# block 1

**Block 1: routed clock nets over the placement**

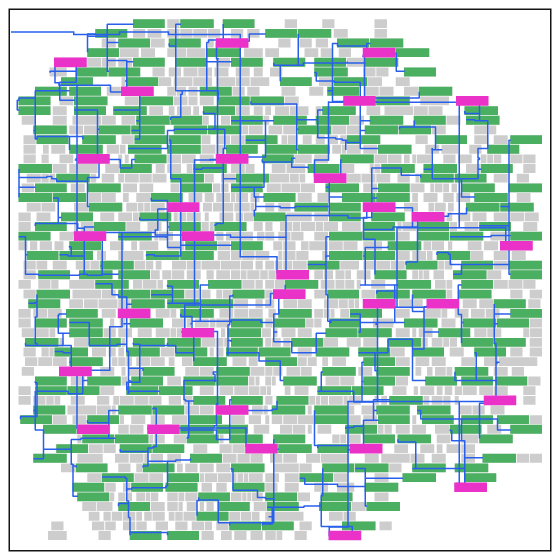

--- config.mk ---
export PLATFORM = sky130hd
export DESIGN_NAME = scratch_pad_bank
export DESIGN_NICKNAME = d
export VERILOG_FILES = /design/src/rtl/scratch_pad_bank.sv
export SDC_FILE = /design/constraint.sdc
export NUM_CORES = 1
export LEC_CHECK = 0
export CAP_MARGIN = 20
export CORE_MARGIN = 2
export CORE_UTILIZATION = 64
export DETAILED_ROUTE_END_ITERATION = 7
export PLACE_DENSITY = 0.93
export SYNTH_ARGS = -nofsm -noshare
export SYNTH_HDL_FRONTEND = slang
export SYNTH_SLANG_ARGS = --single-unit
--- constraint.sdc ---
create_clock -name OPB_CLK -period 2.7 [get_ports OPB_CLK]
set_clock_uncertainty 0.05 [all_clocks]
set_input_delay 0.405 -clock OPB_CLK [delete_from_list [all_inputs] [get_ports OPB_CLK]]
set_output_delay 0.405 -clock OPB_CLK [all_outputs]
set_load 0.05 [all_outputs]
--- src/rtl/scratch_pad_bank.sv ---
// scratch_pad_bank: NUM_REGS scratch registers behind the OPB register slave.
// Adds byte-enabled writes, a write lock, access-error reporting, a registered
// read-valid strobe and a saturating count of accepted writes.
//
// Access protocol: SP_WE and SP_RE are single-cycle strobes sampled on the
// rising edge of OPB_CLK. Every strobe is consumed at that edge; there is no
// ready/back-pressure, so one access per cycle is always accepted. SP_RVALID
// pulses for exactly one cycle after each read edge and qualifies SP_DO.
// SP_ERR pulses for one cycle after an edge at which any access was rejected.
module scratch_pad_bank #(
  parameter int          DATA_W     = 32,
  parameter int          NUM_REGS   = 8,
  parameter int          ADDR_W     = 3,
  parameter logic [31:0] RESET_BASE = 32'h12345678,
  parameter logic [31:0] RESET_STEP = 32'h11111111,
  parameter int          CNT_W      = 16
) (
  input  logic                OPB_CLK,
  input  logic                OPB_RST_N,
  input  logic [ADDR_W-1:0]   SP_ADDR,
  input  logic [DATA_W-1:0]   SP_DI,
  input  logic [DATA_W/8-1:0] SP_BE,
  input  logic                SP_WE,
  input  logic                SP_RE,
  input  logic                SP_LOCK,
  output logic [DATA_W-1:0]   SP_DO,
  output logic                SP_RVALID,
  output logic                SP_ERR,
  output logic [CNT_W-1:0]    SP_WR_CNT
);

  localparam int NUM_BYTES = DATA_W / 8;

  logic [DATA_W-1:0] regs [NUM_REGS];
  logic [DATA_W-1:0] rd_data;
  logic              addr_ok;
  logic              wr_ok;

  // Reset value of register idx; arithmetic wraps modulo 2**DATA_W.
  function automatic logic [DATA_W-1:0] reset_value(input int idx);
    return DATA_W'(RESET_BASE) + DATA_W'(idx) * DATA_W'(RESET_STEP);
  endfunction

  // Addresses at or beyond NUM_REGS are never aliased onto real registers.
  assign addr_ok = (32'(SP_ADDR) < NUM_REGS);
  assign wr_ok   = SP_WE && addr_ok && !SP_LOCK;

  // Read mux by explicit compare so unused address codes select nothing.
  always_comb begin
    rd_data = '0;
    for (int i = 0; i < NUM_REGS; i++) begin
      if (SP_ADDR == ADDR_W'(i)) rd_data = regs[i];
    end
  end

  // Register array: byte-enabled update on accepted writes only.
  always_ff @(posedge OPB_CLK or negedge OPB_RST_N) begin
    if (!OPB_RST_N) begin
      for (int i = 0; i < NUM_REGS; i++) regs[i] <= reset_value(i);
    end else if (wr_ok) begin
      for (int i = 0; i < NUM_REGS; i++) begin
        if (SP_ADDR == ADDR_W'(i)) begin
          for (int b = 0; b < NUM_BYTES; b++) begin
            if (SP_BE[b]) regs[i][8*b +: 8] <= SP_DI[8*b +: 8];
          end
        end
      end
    end
  end

  // Read port: samples the pre-write contents, so WE+RE returns the old value.
  always_ff @(posedge OPB_CLK or negedge OPB_RST_N) begin
    if (!OPB_RST_N) begin
      SP_DO     <= '0;
      SP_RVALID <= 1'b0;
    end else begin
      SP_RVALID <= SP_RE;
      if (SP_RE) SP_DO <= addr_ok ? rd_data : '0;
    end
  end

  // Error strobe: one pulse even when both the read and the write are rejected.
  always_ff @(posedge OPB_CLK or negedge OPB_RST_N) begin
    if (!OPB_RST_N) SP_ERR <= 1'b0;
    else            SP_ERR <= (SP_WE && !wr_ok) || (SP_RE && !addr_ok);
  end

  // Accepted-write counter, including writes with no byte enabled; saturates.
  always_ff @(posedge OPB_CLK or negedge OPB_RST_N) begin
    if (!OPB_RST_N)                     SP_WR_CNT <= '0;
    else if (wr_ok && SP_WR_CNT != '1)  SP_WR_CNT <= SP_WR_CNT + CNT_W'(1);
  end

endmodule

# block 2

**config.mk**
```make
export PLATFORM = sky130hd
export DESIGN_NAME = e_hazard_unit
export DESIGN_NICKNAME = d
export VERILOG_FILES = /design/src/rtl/cpu_pkg.sv /design/src/rtl/md_busy_ctr.sv /design/src/rtl/e_hazard_unit.sv
export SDC_FILE = /design/constraint.sdc
export NUM_CORES = 1
export LEC_CHECK = 0
export CAP_MARGIN = 20
export CORE_UTILIZATION = 30
export DETAILED_ROUTE_END_ITERATION = 12
export PLACE_DENSITY = 0.55
export SLEW_MARGIN = 0
export SYNTH_ARGS = -nofsm -noshare
export SYNTH_HDL_FRONTEND = slang
export SYNTH_SLANG_ARGS = --single-unit
```
**constraint.sdc**
```tcl
create_clock -name clk -period 2.05 [get_ports clk]
set_clock_uncertainty 0.2 [all_clocks]
set_input_delay 0.205 -clock clk [delete_from_list [all_inputs] [get_ports clk]]
set_output_delay 0.205 -clock clk [all_outputs]
set_load 0.05 [all_outputs]
```
**src/rtl/cpu_pkg.sv**
```systemverilog
// Shared CPU definitions: multiply/divide op encodings, default widths and
// the forwarding-select constant for "take the register file".
package cpu_pkg;

  typedef enum logic [3:0] {
    MD_NONE  = 4'd0,
    MD_MULT  = 4'd1,
    MD_MULTU = 4'd2,
    MD_DIV   = 4'd3,
    MD_DIVU  = 4'd4,
    MD_MFHI  = 4'd5,
    MD_MFLO  = 4'd6,
    MD_MTHI  = 4'd7,
    MD_MTLO  = 4'd8
  } md_op_e;

  localparam int AW_DEFAULT = 5;
  localparam int FWD_RF     = 0;

  // Any op that touches HI/LO and therefore must wait for the unit.
  function automatic logic md_uses_unit(input logic [3:0] op);
    return (op >= MD_MULT) && (op <= MD_MTLO);
  endfunction

  // Ops that launch a multi-cycle computation.
  function automatic logic md_is_start(input logic [3:0] op);
    return (op >= MD_MULT) && (op <= MD_DIVU);
  endfunction

  function automatic logic md_is_div(input logic [3:0] op);
    return (op == MD_DIV) || (op == MD_DIVU);
  endfunction

endpackage

```
**src/rtl/md_busy_ctr.sv**
```systemverilog
// HI/LO unit busy countdown: loads the op latency on start, counts down to
// zero, and is cleared by cancel ahead of any load or decrement.
module md_busy_ctr #(
  parameter int MUL_LAT = 5,
  parameter int DIV_LAT = 10
) (
  input  logic clk,
  input  logic reset,
  input  logic start,
  input  logic is_div,
  input  logic cancel,
  output logic busy
);

  localparam int MAX_LAT = (MUL_LAT > DIV_LAT) ? MUL_LAT : DIV_LAT;
  localparam int CNT_W   = $clog2(MAX_LAT + 1);

  logic [CNT_W-1:0] cnt;

  // NOTE: sequential state uses non-blocking assignments so every flop
  // samples pre-edge values regardless of block ordering.
  always_ff @(posedge clk or negedge reset) begin
    if (!reset) begin
      cnt <= '0;
    end else if (cancel) begin
      cnt <= '0;
    end else if (start) begin
      cnt <= is_div ? CNT_W'(DIV_LAT) : CNT_W'(MUL_LAT);
    end else if (cnt != '0) begin
      cnt <= cnt - CNT_W'(1);
    end
  end

  assign busy = (cnt != '0);

endmodule

```
**src/rtl/e_hazard_unit.sv**
```systemverilog
// Execute-stage hazard unit: youngest-writer forwarding select over NSRC
// producer stages, load-use/md-busy stall, and a saturating stall counter.
module e_hazard_unit
  import cpu_pkg::*;
#(
  parameter int NSRC    = 2,
  parameter int AW      = AW_DEFAULT,
  parameter int TW      = 2,
  parameter int MUL_LAT = 5,
  parameter int DIV_LAT = 10,
  parameter int CW      = 32,
  parameter int SW      = $clog2(NSRC + 1)
) (
  input  logic              clk,
  input  logic              reset,
  input  logic [AW-1:0]     rs_E,
  input  logic [AW-1:0]     rt_E,
  input  logic              use_rs_E,
  input  logic              use_rt_E,
  input  logic              valid_E,
  input  logic [3:0]        md_op_E,
  input  logic [NSRC*AW-1:0] prod_addr,
  input  logic [NSRC*TW-1:0] prod_tnew,
  input  logic              md_cancel,
  output logic [SW-1:0]     fwd_rs_sel,
  output logic [SW-1:0]     fwd_rt_sel,
  output logic              stall_E,
  output logic              md_busy,
  output logic              md_start,
  output logic [CW-1:0]     stall_cnt
);

  logic [NSRC-1:0] rs_hit, rt_hit, prod_rdy;
  logic            hz_rs, hz_rt, md_hz;

  genvar k;
  generate
    for (k = 0; k < NSRC; k++) begin : g_src
      assign rs_hit[k]   = (rs_E != '0) && (prod_addr[k*AW +: AW] == rs_E);
      assign rt_hit[k]   = (rt_E != '0) && (prod_addr[k*AW +: AW] == rt_E);
      assign prod_rdy[k] = (prod_tnew[k*TW +: TW] == '0);
    end
  endgenerate

  // Scan oldest to youngest so the youngest match is the last one written;
  // a not-ready young writer masks any older ready copy.
  // NOTE: every output of this block gets a default first, so no path leaves
  // a value held and no latch is inferred.
  always_comb begin
    fwd_rs_sel = SW'(FWD_RF);
    fwd_rt_sel = SW'(FWD_RF);
    hz_rs      = 1'b0;
    hz_rt      = 1'b0;
    for (int i = NSRC - 1; i >= 0; i--) begin
      if (rs_hit[i]) begin
        fwd_rs_sel = prod_rdy[i] ? SW'(i + 1) : SW'(FWD_RF);
        hz_rs      = !prod_rdy[i] && use_rs_E;
      end
      if (rt_hit[i]) begin
        fwd_rt_sel = prod_rdy[i] ? SW'(i + 1) : SW'(FWD_RF);
        hz_rt      = !prod_rdy[i] && use_rt_E;
      end
    end
  end

  assign md_hz    = valid_E && md_uses_unit(md_op_E) && md_busy;
  assign stall_E  = valid_E && (hz_rs || hz_rt || md_hz);
  assign md_start = valid_E && md_is_start(md_op_E) && !stall_E && !md_cancel;

  md_busy_ctr #(
    .MUL_LAT (MUL_LAT),
    .DIV_LAT (DIV_LAT)
  ) u_md_busy_ctr (
    .clk    (clk),
    .reset  (reset),
    .start  (md_start),
    .is_div (md_is_div(md_op_E)),
    .cancel (md_cancel),
    .busy   (md_busy)
  );

  always_ff @(posedge clk or negedge reset) begin
    if (!reset) begin
      stall_cnt <= '0;
    end else if (stall_E && (stall_cnt != '1)) begin
      stall_cnt <= stall_cnt + CW'(1);
    end
  end

endmodule
```

## Gallery

Where the registers sit.
(a)
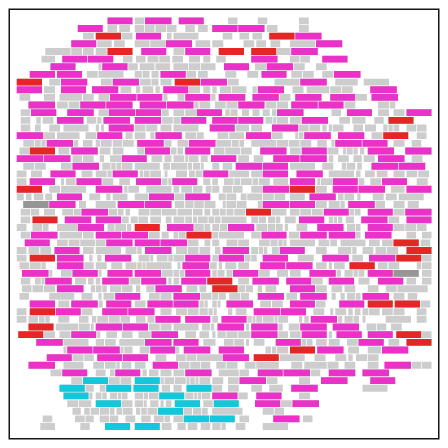
(b)
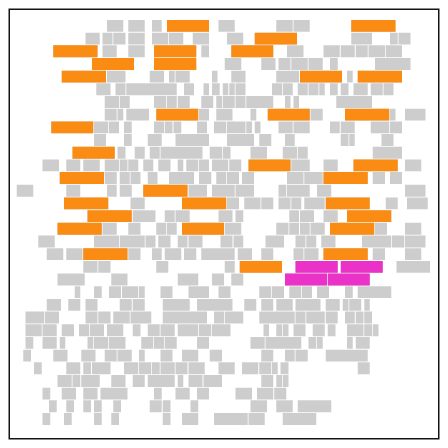
Block 1 is (a).
Block 2 is (b).

Key to (a):
SP_WR_CNT -> cyan  # placed flops 16
regs -> magenta  # placed flops 256, where widely spread
SP_DO -> red  # placed flops 32, where widely spread
not coloured = 2

**Block 1: met4 routing**

Bar = 50 um. Supply wires on this layer in grey.
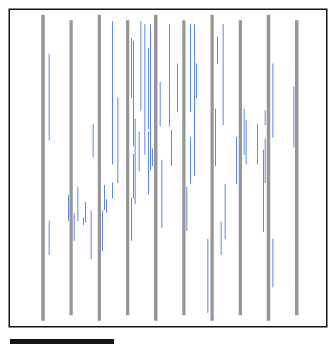
longest straight run = 72.8 um
share of all routed wire = 4.2%
nets with wire on the layer = 40
main direction = vertical
post-detailed-routing wire length: 34500 um
via count: 9298

## Picture notes: 'routed clock nets over the placement' of block 1
clock drivers -> magenta  # count 30
clock wires -> blue  # length 3500 um
flip-flops -> green  # count 306
routed clock nets = 31

==> results.yml, block 1 <==
# flow metrics
power:
  power.leakage_nw: 6.874
  power_clock_mw: 4.24
  p_switching_mw: 3.554
  ir_worst_vdd_mv: 0.5833
  maxPowerGroup: "sequential cells"
grt:
  grt-ovfl-total: 0
  grt_pass1_wl_um: 55140
  top_usage_layer: "met2"
worst_setup_path:
  timing.critical_path.to: "SP_WR_CNT[10]"
  r2r_end: "SP_WR_CNT[10]$_DFFE_PN0P_"
  crit_family: "buffers and inverters"
  cp.depth: 1
synth:
  synthAoiAreaFrac_pct: 8.959
  ys.flop_type: "dfrtp_1"
  synth_adder_area_share_pct: 0.08914
  area_leaders: "dfrtp_1, dfstp_2, mux2_2, mux2i_1, a21oi_1"
outcome:
  status: "completed"
clocking:
  clockBufferDepth: 3
  post_cts.resized_instances: 0
  clkLatencyLatePin_ps: 570
route:
  drc: 0
layout:
  postLayoutCellArea_sq_mm: 0.01635
  comb_area_share_pct: 36.21
floorplan:
  n_tap_cell: 280
  die_y_um: 152.1
timing:
  fin_hold_ws_ps: 322.0
**Block 2: sizing map**

Bar = 20 um.
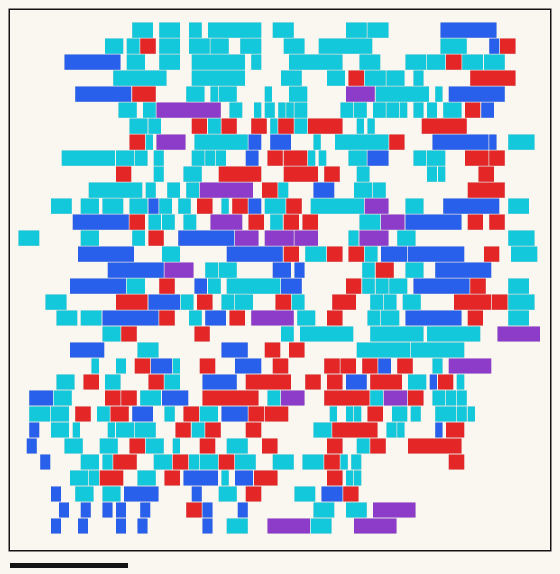
_0 and _1 cells -> cyan  # cells 221, share 53%
_6 and larger -> purple  # cells 20, share 4.8%
_3 and _4 cells -> red  # cells 106, share 25%
_2 cells -> blue  # cells 69, share 17%
setup ws final: -70.27 ps
area delta synth->final: 76.42%

**Block 2: placed standard cells**

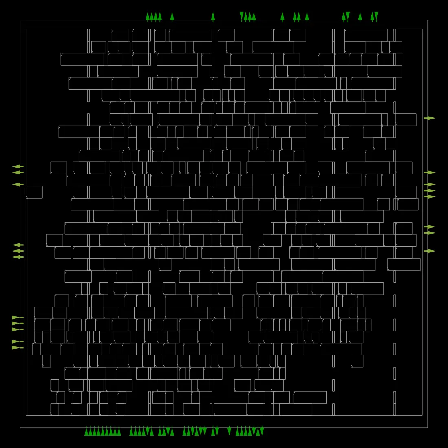
flop count: 36
Layout Utilization: 54.96%
Taps Inserted: 102

==> results.yml, block 2 <==
# flow metrics
power:
  seqPwrFrac_pct: 26.8
  power.total_mw: 3.185
  power_clock_mw: 0.623
synth:
  synthArstFlopShare_pct: 100.0
  area_leaders: "dfrtp_1, xnor2_1, nand4_1, and3_1, nand3_1"
  synth_adder_area_share_pct: 1.034
  synth_cell_type_count: 46
  ys_warn_count: 0
  ys_seq_share_pct: 37.23
  synthXorXnorAreaFrac_pct: 18.82
outcome:
  status: "complete, but fails checks"
  violations: "negative setup slack"
layout:
  nFillCells: 741
  buffers: 157
  logic_area_sq_mm: 0.001700
  postLayoutCellArea_sq_mm: 0.004269
  dominant_cells: "combinational gates"
  diodes: 0
clocking:
  cts.clk_slew.worst_paths_ps: 70
  cts_buffers: 5
  post_cts.resized_instances: 85
worst_setup_path:
  cpMaxStageDelayCell: "o311ai_4"
  worst_setup_path_startpoint: "prod_addr[0]"
timing:
  fin_setup_tns_ps: -116.5
  finalClockPeriodUsage_pct: 103.4
  worst_slack_ps: -70.27
  setup_viol: 2
grt:
  top_usage_layer: "met2"
floorplan:
  die_x_um: 91.81
route:
  wl_met3_um: 248

# block 3

## config.mk

```make
export PLATFORM = sky130hd
export DESIGN_NAME = bin2bcd_seq
export DESIGN_NICKNAME = d
export VERILOG_FILES = /design/src/rtl/bcd_pkg.sv /design/src/rtl/bcd_digit_adj.sv /design/src/rtl/bin2bcd_seq.sv
export SDC_FILE = /design/constraint.sdc
export NUM_CORES = 1
export LEC_CHECK = 0
export CAP_MARGIN = 20
export CORE_AREA = 2 2 109 58
export DETAILED_ROUTE_END_ITERATION = 7
export DIE_AREA = 0 0 111 60
export SLEW_MARGIN = 30
export SYNTH_ARGS = -nofsm -noshare
export SYNTH_HDL_FRONTEND = slang
export SYNTH_SLANG_ARGS = --single-unit
```

## constraint.sdc

```tcl
create_clock -name clk -period 5.03 [get_ports clk]
set_input_delay 1.006 -clock clk [delete_from_list [all_inputs] [get_ports clk]]
set_output_delay 1.006 -clock clk [all_outputs]
set_load 0.02 [all_outputs]
```

## src/rtl/bcd_pkg.sv

```systemverilog
// Shared types and constants for the sequential binary-to-BCD converter.
// Holds the FSM state encoding and the add-3 adjustment constants.
package bcd_pkg;

    typedef enum logic [1:0] {
        IDLE  = 2'd0,
        SHIFT = 2'd1,
        DONE  = 2'd2
    } state_t;

    localparam logic [3:0] ADJ_THRESH = 4'd5;
    localparam logic [3:0] ADJ_ADD    = 4'd3;
    localparam logic [3:0] BCD_NINE   = 4'h9;

    // Bits needed to hold values 0..v-1, minimum 1.
    function automatic int clog2(input int v);
        int r;
        r = 1;
        for (int i = 1; i < 31; i++) begin
            if ((1 << i) < v) begin
                r = i + 1;
            end
        end
        return r;
    endfunction

endpackage

```

## src/rtl/bcd_digit_adj.sv

```systemverilog
// One BCD digit pre-shift correction: adds 3 when the digit is 5 or more,
// so that the following left shift carries correctly into the next digit.
module bcd_digit_adj
    import bcd_pkg::*;
(
    input  logic [3:0] i_d,
    output logic [3:0] o_d
);

    // Add-3 correction for digits that would exceed 9 after doubling.
    always_comb begin
        o_d = i_d;
        if (i_d >= ADJ_THRESH) begin
            o_d = i_d + ADJ_ADD;
        end
    end

endmodule

```

## src/rtl/bin2bcd_seq.sv

```systemverilog
// Sequential shift-and-add-3 binary to BCD converter, one bit per clock.
// Result and overflow are registered and held between done pulses.
module bin2bcd_seq
    import bcd_pkg::*;
#(
    parameter int IN_W   = 8,
    parameter int DIGITS = 3
) (
    input  logic                  clk,
    input  logic                  rst,
    input  logic                  start,
    input  logic [IN_W-1:0]       bin,
    output logic                  busy,
    output logic                  done,
    output logic [4*DIGITS-1:0]   bcd,
    output logic                  ovf
);

    localparam int BW = 4 * DIGITS;
    localparam int CW = clog2(IN_W + 1);

    state_t          r_state;
    logic [CW-1:0]   r_cnt;
    logic [IN_W-1:0] r_bin;
    logic [BW-1:0]   r_acc;
    logic            r_sticky;

    logic [BW-1:0]   w_adj;
    logic [BW-1:0]   w_acc_nxt;
    logic [BW-1:0]   w_sat;
    logic            w_sticky_nxt;

    for (genvar g = 0; g < DIGITS; g++) begin : g_adj
        bcd_digit_adj u_adj (
            .i_d (r_acc[4*g +: 4]),
            .o_d (w_adj[4*g +: 4])
        );
    end

    // Next accumulator after one adjust-and-shift step; the bit leaving
    // the top digit feeds the overflow sticky bit.
    always_comb begin
        w_acc_nxt    = {w_adj[BW-2:0], r_bin[IN_W-1]};
        w_sticky_nxt = r_sticky | w_adj[BW-1];
        w_sat        = {DIGITS{BCD_NINE}};
    end

    // Control FSM, datapath registers and registered outputs.
    always_ff @(posedge clk or posedge rst) begin
        if (rst) begin
            r_state  <= IDLE;
            r_cnt    <= '0;
            r_bin    <= '0;
            r_acc    <= '0;
            r_sticky <= 1'b0;
            busy     <= 1'b0;
            done     <= 1'b0;
            bcd      <= '0;
            ovf      <= 1'b0;
        end else begin
            done <= 1'b0;
            unique case (r_state)
                IDLE, DONE: begin
                    if (start) begin
                        r_bin    <= bin;
                        r_acc    <= '0;
                        r_sticky <= 1'b0;
                        r_cnt    <= CW'(IN_W);
                        busy     <= 1'b1;
                        r_state  <= SHIFT;
                    end else begin
                        r_state  <= IDLE;
                    end
                end
                SHIFT: begin
                    r_acc    <= w_acc_nxt;
                    r_bin    <= r_bin << 1;
                    r_sticky <= w_sticky_nxt;
                    r_cnt    <= r_cnt - 1'b1;
                    if (r_cnt == CW'(1)) begin
                        r_state <= DONE;
                        busy    <= 1'b0;
                        done    <= 1'b1;
                        bcd     <= w_sticky_nxt ? w_sat : w_acc_nxt;
                        ovf     <= w_sticky_nxt;
                    end
                end
                default: begin
                    r_state <= IDLE;
                    busy    <= 1'b0;
                end
            endcase
        end
    end

endmodule

```

# block 4

$ cat src/rtl/crc8_serial_if.sv
// Serial CRC bus: bit-strobe, clear and the registered CRC value.
// Latency: none, signal bundle only.
// Backpressure: none, the caller strobes enable once per bit.
interface crc8_serial_if #(
  parameter int WIDTH = 8
);
  logic             enable;
  logic             clear;
  logic             din;
  logic [WIDTH-1:0] crc_out;

  // Bit source (frame receiver) drives the strobes and reads the CRC.
  modport master (
    output enable,
    output clear,
    output din,
    input  crc_out
  );

  // CRC engine samples the strobes and presents the register.
  modport slave (
    input  enable,
    input  clear,
    input  din,
    output crc_out
  );
endinterface

$ cat src/rtl/crc8_serial.sv
// Bit-serial MSB-first CRC (non-reflected, no XOR-out), CRC-8/SMBUS by default.
// Latency: an accepted bit is visible on crc_out right after the edge that samples it.
// Backpressure: none; every cycle with enable high consumes din, clear overrides enable.
module crc8_serial #(
  parameter int               WIDTH = 8,
  parameter logic [WIDTH-1:0] POLY  = 8'h07,
  parameter logic [WIDTH-1:0] INIT  = 8'h00
) (
  input  logic         clk,
  input  logic         reset_n,
  crc8_serial_if.slave bus
);

  logic [WIDTH-1:0] crc_q;
  logic [WIDTH-1:0] crc_d;
  logic             fb;

  // Feedback is the bit leaving the register combined with the incoming bit;
  // din only matters when enable is high, so an idle X on din cannot leak in.
  assign fb = crc_q[WIDTH-1] ^ bus.din;

  // Next-state: clear reloads INIT, enable shifts one bit, otherwise hold.
  always_comb begin
    crc_d = crc_q;
    if (bus.clear) begin
      crc_d = INIT;
    end else if (bus.enable) begin
      crc_d = {crc_q[WIDTH-2:0], 1'b0} ^ (fb ? POLY : '0);
    end
  end

  // CRC register, forced to INIT immediately while reset_n is low.
  always_ff @(posedge clk or negedge reset_n) begin
    if (!reset_n) begin
      crc_q <= INIT;
    end else begin
      crc_q <= crc_d;
    end
  end

  assign bus.crc_out = crc_q;

endmodule

$ cat src/flat_wrapper.sv
// flat-port wrapper written by rule: the top's interface ports become plain ports
module crc8_serial_flat 
#(
  parameter int               WIDTH = 8,
  parameter logic [WIDTH-1:0] POLY  = 8'h07,
  parameter logic [WIDTH-1:0] INIT  = 8'h00
)
  (clk, reset_n, bus_enable, bus_clear, bus_din, bus_crc_out);
  crc8_serial_if #(.WIDTH(WIDTH)) bus_i ();
  input  logic clk;
  input  logic reset_n;
  input wire logic [$bits(bus_i.enable)-1:0] bus_enable;
  input wire logic [$bits(bus_i.clear)-1:0] bus_clear;
  input wire logic [$bits(bus_i.din)-1:0] bus_din;
  output wire logic [$bits(bus_i.crc_out)-1:0] bus_crc_out;
  assign bus_i.enable = bus_enable;
  assign bus_i.clear = bus_clear;
  assign bus_i.din = bus_din;
  assign bus_crc_out = bus_i.crc_out;
  crc8_serial #(.WIDTH(WIDTH), .POLY(POLY), .INIT(INIT)) u_core (.clk(clk), .reset_n(reset_n), .bus(bus_i));
endmodule
$ cat config.mk
export PLATFORM = sky130hd
export DESIGN_NAME = crc8_serial_flat
export DESIGN_NICKNAME = d
export VERILOG_FILES = /design/src/rtl/crc8_serial_if.sv /design/src/rtl/crc8_serial.sv /design/src/flat_wrapper.sv
export SDC_FILE = /design/constraint.sdc
export NUM_CORES = 1
export LEC_CHECK = 0
export CORE_AREA = 2 2 39 41
export DETAILED_ROUTE_END_ITERATION = 16
export DIE_AREA = 0 0 41 43
export MAX_ROUTING_LAYER = met4
export PLACE_DENSITY = 0.62
export SLEW_MARGIN = 20
export SYNTH_ARGS = -nofsm -noshare
export SYNTH_HDL_FRONTEND = slang
export SYNTH_SLANG_ARGS = --single-unit
export TNS_END_PERCENT = 5
$ cat constraint.sdc
create_clock -name clk -period 1.3 [get_ports clk]
set_input_delay 0.325 -clock clk [delete_from_list [all_inputs] [get_ports clk]]
set_output_delay 0.325 -clock clk [all_outputs]
set_load 0.005 [all_outputs]
**Block 4: sizing map**

Bar = 10 um.
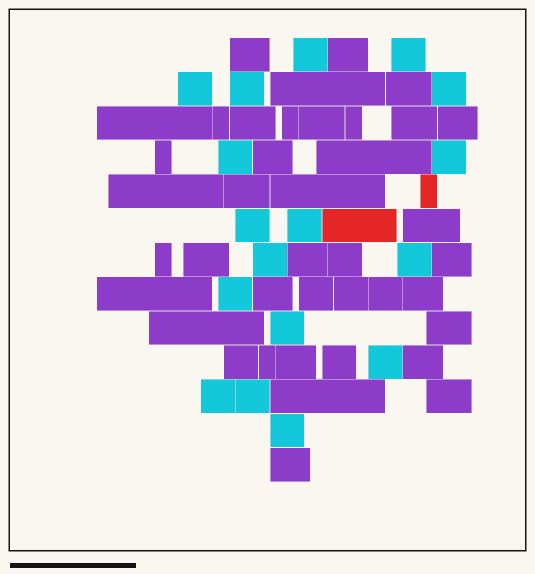
_0 and _1 cells -> purple  # cells 40, share 68%
_3 and _4 cells -> cyan  # cells 17, share 29%
_2 cells -> red  # cells 2, share 3.4%

==> results.yml, block 4 <==
# flow metrics
synth:
  synth_cell_type_count: 15
  fp_nets: 37
  syn_area_per_cell_sq_um: 11.65
worst_setup_path:
  reg2reg_from: "u_core.bus.crc_out[7]$_DFFE_PN0P_"
  crit_family: "buffers and inverters"
  critical_path_class: "primary input to flip-flop"
floorplan:
  std_cell_rows: 14
  chipArea_sq_mm: 0.001763
clocking:
  cts.clk_slew.worst_paths_ps: 60
  cts-root-buf: "clkbuf_4"
  cts_tree: "yes"
  cts_hold_buf: 0
layout:
  seq_area_share_pct: 32.06
placed_design:
  dpl_worst_slack_ps: -254.8
  dp_hpwl_um: 606.7
  dp_cells: 64
timing:
  hold_viol_final: 0
  slew_violations: 0
grt:
  top_usage_layer: "met2"
route:
  vias_per_cell: 4.507
  top_layer: "met3"
outcome:
  status: "completed"
**Block 3: placed standard cells**

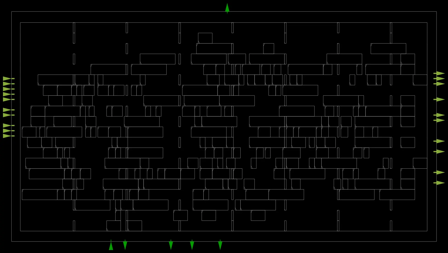
flop count: 42
Seq area share: 43.25%
core area: 0.005781 sq mm
Layout Utilization: 42.03%

==> results.yml, block 3 <==
# flow metrics
outcome:
  status: "completed"
worst_setup_path:
  crit_buf_inv: 2
  worst_setup_path_startpoint: "start"
  reg2reg_from: "r_cnt[1]$_DFFE_PP0P_"
timing:
  fin_crit_ps: 2494
route:
  num_vias: 1452
floorplan:
  initCoreUtil_pct: 33.94
  die_y_um: 60
clocking:
  clkLatencyLatePin_ps: 280
placed_design:
  place_congestion: 0.7887
synth:
  yosysMostFrequentCell: "dfrtp_1"
  ys_seq_share_pct: 53.57
  synthArstFlopShare_pct: 100.0
  ys_cells: 195
worst_hold_path:
  holdPathStages: 2
job:
  maxCapViolCount: 0


==> gallery <==
Signal metal coverage by tile.
image #1
Bar = 10 um. The die is cut into 8 by 9 equal tiles; dark purple is low, yellow is high, scaled to the fullest tile. Values are wire area over tile area, all layers added.
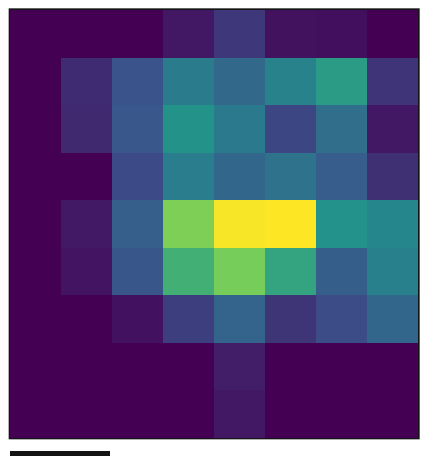
image #2
Bar = 20 um. The die is cut into 22 by 12 equal tiles; dark purple is low, yellow is high, scaled to the fullest tile. Values are wire area over tile area, all layers added.
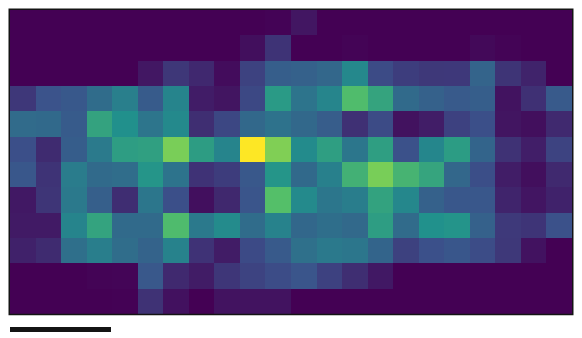
image #3
Bar = 50 um. The die is cut into 30 by 30 equal tiles; dark purple is low, yellow is high, scaled to the fullest tile. Values are wire area over tile area, all layers added.
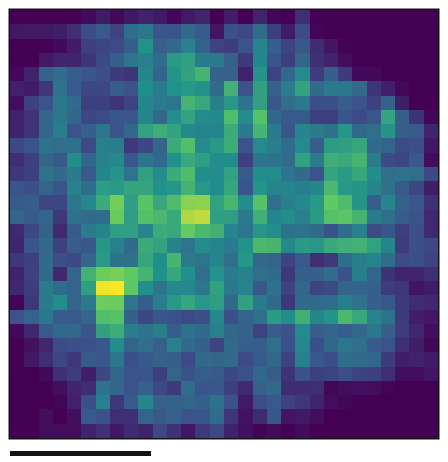
image #4
Bar = 20 um. The die is cut into 18 by 18 equal tiles; dark purple is low, yellow is high, scaled to the fullest tile. Values are wire area over tile area, all layers added.
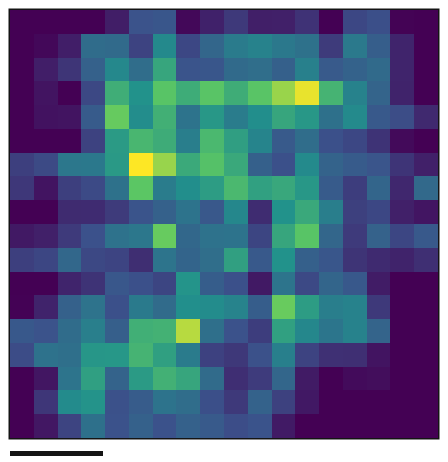
For block 4, see image #1.
For block 3, see image #2.
For block 1, see image #3.
For block 2, see image #4.

Power and IR drop assume default switching activity.
